# smart_home_zone_ctrl

smart_home_zone_ctrl, sequential cells grouped by signal name:
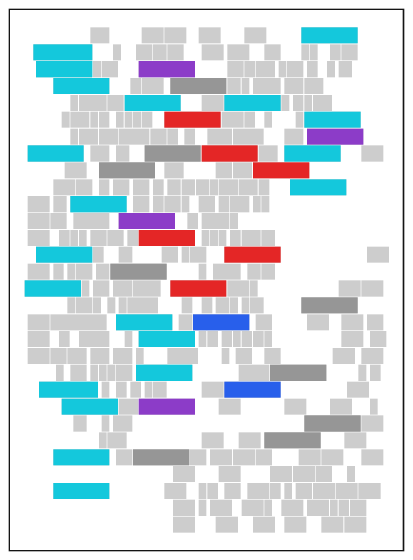
smart_home_zone_ctrl, track usage over the die:
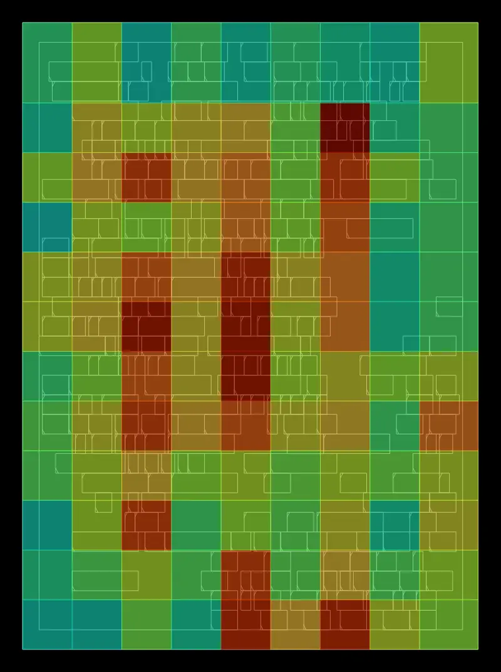
### src/rtl/smart_home_zone_ctrl.sv
// smart_home_zone_ctrl: per-zone occupancy lighting and fan hysteresis, plus a
// shared arm/entry/alarm security FSM that records which zones caused an intrusion.

// One zone: light hold-off counter and fan hysteresis, both registered.
module smart_home_zone_lane #(
  parameter int TEMP_W     = 8,
  parameter int TEMP_ON    = 30,
  parameter int TEMP_OFF   = 27,
  parameter int LIGHT_HOLD = 16
) (
  input  logic              clk,
  input  logic              rst_n,
  input  logic              motion,
  input  logic              dark,
  input  logic              manual_override,
  input  logic [TEMP_W-1:0] temp,
  output logic              light_on,
  output logic              fan_on
);
  localparam int HW = $clog2(LIGHT_HOLD + 1);
  localparam logic [TEMP_W-1:0] T_ON  = TEMP_W'(TEMP_ON);
  localparam logic [TEMP_W-1:0] T_OFF = TEMP_W'(TEMP_OFF);

  logic          trig;
  logic [HW-1:0] hcnt, hcnt_nxt;

  // Reload on trigger, otherwise count down and stop at zero.
  always_comb begin
    trig     = manual_override | (motion & dark);
    hcnt_nxt = hcnt;
    if (trig)            hcnt_nxt = HW'(LIGHT_HOLD);
    else if (hcnt != '0) hcnt_nxt = hcnt - 1'b1;
  end

  // Light follows the post-update counter so it drops exactly LIGHT_HOLD edges after the last trigger.
  always_ff @(posedge clk or negedge rst_n) begin
    if (!rst_n) begin
      hcnt     <= '0;
      light_on <= 1'b0;
    end else begin
      hcnt     <= hcnt_nxt;
      light_on <= (hcnt_nxt != '0);
    end
  end

  // Fan hysteresis: above TEMP_ON sets, below TEMP_OFF clears, inside the band holds.
  always_ff @(posedge clk or negedge rst_n) begin
    if (!rst_n)             fan_on <= 1'b0;
    else if (temp > T_ON)   fan_on <= 1'b1;
    else if (temp < T_OFF)  fan_on <= 1'b0;
  end
endmodule

// Top: array of zone lanes plus the shared security FSM.
module smart_home_zone_ctrl #(
  parameter int N_ZONES     = 4,
  parameter int TEMP_W      = 8,
  parameter int TEMP_ON     = 30,
  parameter int TEMP_OFF    = 27,
  parameter int LIGHT_HOLD  = 16,
  parameter int ENTRY_DELAY = 32
) (
  input  logic                      clk,
  input  logic                      rst_n,
  input  logic [N_ZONES-1:0]        motion,
  input  logic [N_ZONES-1:0]        dark,
  input  logic [N_ZONES-1:0]        manual_override,
  input  logic [N_ZONES*TEMP_W-1:0] temp,
  input  logic                      arm,
  input  logic                      disarm,
  output logic [N_ZONES-1:0]        light_on,
  output logic [N_ZONES-1:0]        fan_on,
  output logic                      alarm,
  output logic [1:0]                alarm_state,
  output logic [N_ZONES-1:0]        trip_zones
);
  localparam int EW = $clog2(ENTRY_DELAY + 1);

  typedef enum logic [1:0] {
    S_DISARMED = 2'd0,
    S_ARMED    = 2'd1,
    S_ENTRY    = 2'd2,
    S_ALARM    = 2'd3
  } state_t;

  state_t             state, state_nxt;
  logic [EW-1:0]      etimer, etimer_nxt;
  logic [N_ZONES-1:0] trip_nxt;
  logic [N_ZONES-1:0] hit;

  genvar gi;
  generate
    for (gi = 0; gi < N_ZONES; gi++) begin : g_zone
      smart_home_zone_lane #(
        .TEMP_W    (TEMP_W),
        .TEMP_ON   (TEMP_ON),
        .TEMP_OFF  (TEMP_OFF),
        .LIGHT_HOLD(LIGHT_HOLD)
      ) u_lane (
        .clk            (clk),
        .rst_n          (rst_n),
        .motion         (motion[gi]),
        .dark           (dark[gi]),
        .manual_override(manual_override[gi]),
        .temp           (temp[gi*TEMP_W +: TEMP_W]),
        .light_on       (light_on[gi]),
        .fan_on         (fan_on[gi])
      );
    end
  endgenerate

  // Motion in a zone nobody has claimed by override counts as intrusion.
  assign hit = motion & ~manual_override;

  // Security next-state: disarm always wins; trip capture is sticky in ENTRY/ALARM.
  always_comb begin
    state_nxt  = state;
    etimer_nxt = etimer;
    trip_nxt   = trip_zones;
    unique case (state)
      S_DISARMED: begin
        if (arm && !disarm) state_nxt = S_ARMED;
      end
      S_ARMED: begin
        if (disarm) begin
          state_nxt = S_DISARMED;
        end else if (|hit) begin
          state_nxt  = S_ENTRY;
          etimer_nxt = EW'(ENTRY_DELAY);
          trip_nxt   = hit;
        end
      end
      S_ENTRY: begin
        trip_nxt = trip_zones | hit;
        if (etimer == EW'(1)) begin
          state_nxt  = S_ALARM;
          etimer_nxt = '0;
        end else begin
          etimer_nxt = etimer - 1'b1;
        end
      end
      S_ALARM: begin
        trip_nxt = trip_zones | hit;
      end
      default: state_nxt = S_DISARMED;
    endcase
    // Disarm overrides everything above, including an expiring entry timer.
    if (disarm && state != S_DISARMED) begin
      state_nxt  = S_DISARMED;
      etimer_nxt = '0;
      trip_nxt   = '0;
    end
  end

  // Security state, timer and registered outputs.
  always_ff @(posedge clk or negedge rst_n) begin
    if (!rst_n) begin
      state      <= S_DISARMED;
      etimer     <= '0;
      trip_zones <= '0;
      alarm      <= 1'b0;
    end else begin
      state      <= state_nxt;
      etimer     <= etimer_nxt;
      trip_zones <= trip_nxt;
      alarm      <= (state_nxt == S_ALARM);
    end
  end

  assign alarm_state = state;
endmodule

### config.mk
export PLATFORM = sky130hd
export DESIGN_NAME = smart_home_zone_ctrl
export DESIGN_NICKNAME = d
export VERILOG_FILES = /design/src/rtl/smart_home_zone_ctrl.sv
export SDC_FILE = /design/constraint.sdc
export NUM_CORES = 1
export LEC_CHECK = 0
export CAP_MARGIN = 20
export CORE_ASPECT_RATIO = 1.4
export CORE_MARGIN = 2
export CORE_UTILIZATION = 44
export CTS_BUF_LIST = sky130_fd_sc_hd__clkbuf_8
export CTS_CLUSTER_SIZE = 24
export DETAILED_ROUTE_END_ITERATION = 10
export PLACE_DENSITY = 0.87
export SYNTH_ARGS = -nofsm -noshare
export SYNTH_HDL_FRONTEND = slang
export SYNTH_SLANG_ARGS = --single-unit
### constraint.sdc
create_clock -name clk -period 2.1 [get_ports clk]
set_clock_uncertainty 0.15 [all_clocks]
set_input_delay 0.42 -clock clk [delete_from_list [all_inputs] [get_ports clk]]
set_output_delay 0.42 -clock clk [all_outputs]
set_load 0.01 [all_outputs]
==> qor.rpt <==
WORST SETUP PATH
------------------------------------------------------------------------
Family with the most delay on the worst path .............. simple AND/OR/NAND/NOR gates
Worst-case register-to-register setup slack ...............        50 ps
FF-to-FF Start ............................................ g_zone[3].u_lane.hcnt[0]

PWR
------------------------------------------------------------------------
Sequential share of power .................................        43.2%

LAYOUT
------------------------------------------------------------------------
Sequential cells ..........................................           41
Multi-input gate share of the layout cell area ............        34.9%
Most area-hungry cell class in the final design ........... sequential cells
Biggest registers after layout ............................ g_zone.u_lane.hcnt x20, etimer x6

TIMING
------------------------------------------------------------------------
Final total negative setup slack ..........................         0 ps
Min setup slack post-route ................................      53.4 ps

DIE
------------------------------------------------------------------------
Total die size ............................................     5510 µm²
Die Y .....................................................      87.1 µm
Total number of tap cells .................................           64

LOGIC SYNTHESIS
------------------------------------------------------------------------
Synthesized flop and latch total ..........................           41

GLOBAL ROUTING
------------------------------------------------------------------------
Number of global-route vias before repair .................         1904
Pin count of the biggest net entering global routing ......           42

CLOCK NETWORK
------------------------------------------------------------------------
CTS Buf Count .............................................            5

DRT
------------------------------------------------------------------------
Count of TritonRoute iterations in the first routing pass .            4
Highest layer used for signal routing .....................         met4

OUTCOME
------------------------------------------------------------------------
Result of the run .........................................    completed

PLACE
------------------------------------------------------------------------
Number of placed cells counting well taps .................          348

About 'sequential cells grouped by signal name' of smart_home_zone_ctrl:
| netlist name | color | flops |
|---|---|---|
| `etimer` | red | 6 |
| `g_zone.u_lane.hcnt` | cyan | 20 |
| `alarm_state` | blue | 2 |
| `g_zone.u_lane.light_on` | purple | 4 |
not colored: 9

About 'track usage over the die' of smart_home_zone_ctrl:
most heavily used metal layer in global routing: met2
met2 layer usage reported by global route: 34.4%
average wire per standard cell: 13.4 µm
GRT met1 Usage: 19.4%
met3 GRT Util: 4.40%


# pw_cache

pw_cache, track usage over the die:
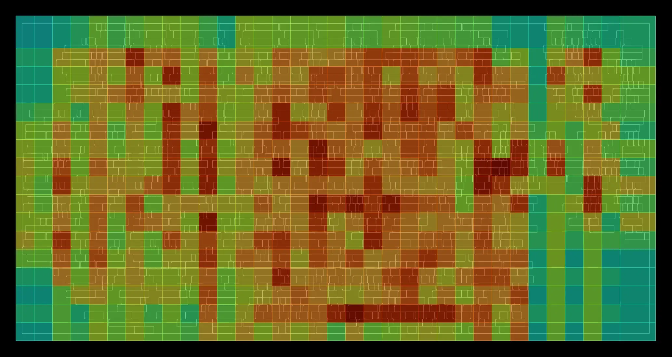
pw_cache, sequential cells grouped by signal name:
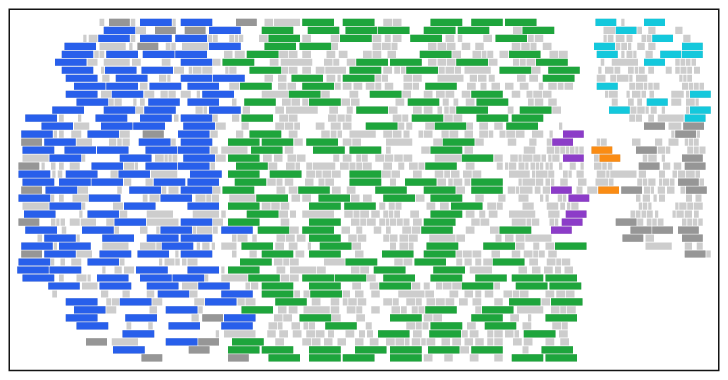
pw_cache, gate-type map:
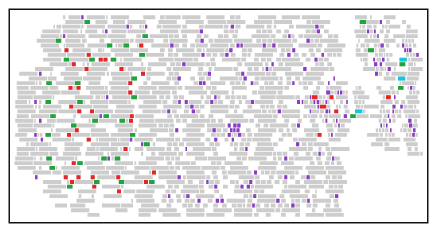
`config.mk`:
```
export PLATFORM = sky130hd
export DESIGN_NAME = pw_cache
export DESIGN_NICKNAME = d
export VERILOG_FILES = /design/src/rtl/pw_cache.sv
export SDC_FILE = /design/constraint.sdc
export NUM_CORES = 1
export LEC_CHECK = 0
export CAP_MARGIN = 5
export CORE_ASPECT_RATIO = 0.5
export CORE_MARGIN = 2
export CORE_UTILIZATION = 58
export DETAILED_ROUTE_END_ITERATION = 6
export DONT_BUFFER_PORTS = 1
export PLACE_DENSITY = 0.76
export SKIP_LAST_GASP = 1
export SLEW_MARGIN = 20
export SYNTH_ARGS = -nofsm -noshare
export SYNTH_HDL_FRONTEND = slang
export SYNTH_SLANG_ARGS = --single-unit
```
`constraint.sdc`:
```
create_clock -name clk_i -period 7.5 [get_ports clk_i]
set_clock_uncertainty 0.15 [all_clocks]
set_input_delay 1.5 -clock clk_i [delete_from_list [all_inputs] [get_ports clk_i]]
set_output_delay 1.5 -clock clk_i [all_outputs]
set_load 0.05 [all_outputs]
```
`src/rtl/pw_cache.sv`:
```
// Page-walk cache: fully-associative VA-tag -> frame store answering the PWU's pw_c lookups
// with one cycle of latency, plus a fill port, a flush input and saturating hit/miss counters.
module pw_cache #(
   parameter int unsigned ENTRIES = 8,
   parameter int unsigned VA_W    = 32,
   parameter int unsigned PA_W    = 16,
   parameter int unsigned PAGE_SH = 12,
   parameter int unsigned CNT_W   = 16
) (
   input  logic             clk_i,
   input  logic             reset_i,
   input  logic [VA_W-1:0]  pw_c_va_i,
   input  logic             pw_c_vld_i,
   output logic [PA_W-1:0]  pw_c_pa_o,
   output logic             pw_c_hit_o,
   output logic             pw_c_rsp_vld_o,
   input  logic             fill_vld_i,
   input  logic [VA_W-1:0]  fill_va_i,
   input  logic [PA_W-1:0]  fill_pa_i,
   input  logic             flush_i,
   output logic [CNT_W-1:0] hit_cnt_o,
   output logic [CNT_W-1:0] miss_cnt_o
);

   localparam int unsigned TAG_W = VA_W - PAGE_SH;
   localparam int unsigned IDX_W = (ENTRIES > 1) ? $clog2(ENTRIES) : 1;

   logic [ENTRIES-1:0] valid_q;
   logic [TAG_W-1:0]   tag_q   [ENTRIES];
   logic [PA_W-1:0]    frame_q [ENTRIES];
   logic [IDX_W-1:0]   ptr_q;

   logic [TAG_W-1:0]   lk_tag;
   logic [TAG_W-1:0]   fill_tag;
   logic               lk_hit_c;
   logic [PA_W-1:0]    lk_pa_c;
   logic               fill_hit_c;
   logic [IDX_W-1:0]   fill_hit_idx_c;
   logic               inv_found_c;
   logic [IDX_W-1:0]   inv_idx_c;
   logic [IDX_W-1:0]   wr_idx_c;
   logic               ptr_bump_c;

   assign lk_tag   = pw_c_va_i[VA_W-1:PAGE_SH];
   assign fill_tag = fill_va_i[VA_W-1:PAGE_SH];

   // Page-offset bits play no part in tag matching.
   logic unused_offset_bits;
   assign unused_offset_bits = ^{pw_c_va_i[PAGE_SH-1:0], fill_va_i[PAGE_SH-1:0]};

   // Lookup match against the registered (pre-fill, pre-flush) array.
   always_comb begin
      lk_hit_c = 1'b0;
      lk_pa_c  = '0;
      for (int unsigned i = 0; i < ENTRIES; i++) begin
         if (valid_q[i] && (tag_q[i] == lk_tag)) begin
            lk_hit_c = 1'b1;
            lk_pa_c  = frame_q[i];
         end
      end
   end

   // Fill victim: existing tag first, then lowest invalid slot, then round-robin pointer.
   always_comb begin
      fill_hit_c     = 1'b0;
      fill_hit_idx_c = '0;
      inv_found_c    = 1'b0;
      inv_idx_c      = '0;
      for (int unsigned i = 0; i < ENTRIES; i++) begin
         if (valid_q[i] && (tag_q[i] == fill_tag)) begin
            fill_hit_c     = 1'b1;
            fill_hit_idx_c = IDX_W'(i);
         end
         if (!inv_found_c && !valid_q[i]) begin
            inv_found_c = 1'b1;
            inv_idx_c   = IDX_W'(i);
         end
      end
      ptr_bump_c = 1'b0;
      if (fill_hit_c) begin
         wr_idx_c = fill_hit_idx_c;
      end else if (inv_found_c) begin
         wr_idx_c = inv_idx_c;
      end else begin
         wr_idx_c   = ptr_q;
         ptr_bump_c = 1'b1;
      end
   end

   // Control state, response and counters.
   always_ff @(posedge clk_i) begin
      if (reset_i) begin
         valid_q        <= '0;
         ptr_q          <= '0;
         pw_c_rsp_vld_o <= 1'b0;
         pw_c_hit_o     <= 1'b0;
         pw_c_pa_o      <= '0;
         hit_cnt_o      <= '0;
         miss_cnt_o     <= '0;
      end else begin
         pw_c_rsp_vld_o <= pw_c_vld_i;
         pw_c_hit_o     <= pw_c_vld_i && lk_hit_c;
         pw_c_pa_o      <= (pw_c_vld_i && lk_hit_c) ? lk_pa_c : '0;
         if (pw_c_vld_i && lk_hit_c && (hit_cnt_o != '1)) begin
            hit_cnt_o <= hit_cnt_o + CNT_W'(1);
         end
         if (pw_c_vld_i && !lk_hit_c && (miss_cnt_o != '1)) begin
            miss_cnt_o <= miss_cnt_o + CNT_W'(1);
         end
         if (flush_i) begin
            valid_q <= '0;
            ptr_q   <= '0;
         end else if (fill_vld_i) begin
            valid_q[wr_idx_c] <= 1'b1;
            if (ptr_bump_c) begin
               ptr_q <= ptr_q + IDX_W'(1);
            end
         end
      end
   end

   // Tag/frame storage carries no reset; valid bits qualify it.
   always_ff @(posedge clk_i) begin
      if (!reset_i && !flush_i && fill_vld_i) begin
         tag_q[wr_idx_c]   <= fill_tag;
         frame_q[wr_idx_c] <= fill_pa_i;
      end
   end

endmodule

```
==> qor.rpt <==
LAYOUT
------------------------------------------------------------------------
Most area-hungry cell class in the final design ........... sequential cells
Share of layout cells above drive strength 1 ..............        7.56%

DRT
------------------------------------------------------------------------
Highest layer used for signal routing .....................         met5
Count of TritonRoute iterations in the first routing pass .            5

TIMING
------------------------------------------------------------------------
Worst Tran Pin Value ......................................      1030 ps

LOGIC SYNTHESIS
------------------------------------------------------------------------
Gate Count Post-Synth .....................................         1253
Adder-Cell Fraction of Synth Area .........................       0.230%
Main logic family ......................................... XOR/XNOR gates

WORST SETUP PATH
------------------------------------------------------------------------
Critical-path top delay cell .............................. sky130_fd_sc_hd__nor2_4
Family with the most delay on the worst path .............. simple AND/OR/NAND/NOR gates
Required arrival time at the worst endpoint ...............      7630 ps
CP cell instances ......................................... xnor2_1 -> nand4_1 -> nor4_1 -> nand4_1 -> o211a_1 -> o211ai_1 -> nand3_1 -> nor2_4 -> buf_4

MIN PATH
------------------------------------------------------------------------
WHS Path Cells ............................................            2

OUTCOME
------------------------------------------------------------------------
Result of the run .........................................    completed

PWR
------------------------------------------------------------------------
Clock-net power ...........................................      1.66 mW

## Picture notes: 'track usage over the die' of pw_cache
met3 GRT Util: 8.97%
met2 layer usage reported by global route: 42.8%
Final Util: 63.8%
most heavily used metal layer in global routing: met2

## Picture notes: 'sequential cells grouped by signal name' of pw_cache
| netlist name | color | flops |
|---|---|---|
| `tag_q` | green | 160 |
| `frame_q` | blue | 128 |
| `valid_q` | purple | 8 |
| `miss_cnt_o` | cyan | 16 |
| `ptr_q` | orange | 3 |

## Picture notes: 'gate-type map' of pw_cache
| family | color | cells |
|---|---|---|
| fa/ha/maj cells | cyan | 3 |
| non-inverting ao/oa cells | red | 38 |
| nand cells | purple | 146 |
| mux cells | green | 37 |



## Gallery

Metal 3.
panel A
Bar = 50 µm.
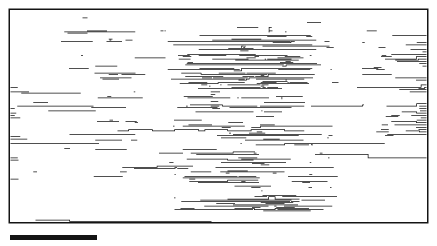
panel B
Bar = 20 µm.
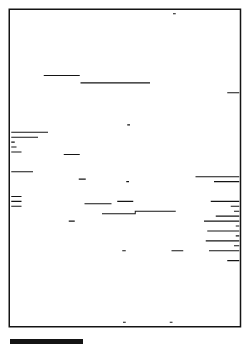
Panel B is smart_home_zone_ctrl.
Panel A is pw_cache.
Of these, largest die: panel A

Power is estimated from default activity; no workload was simulated.
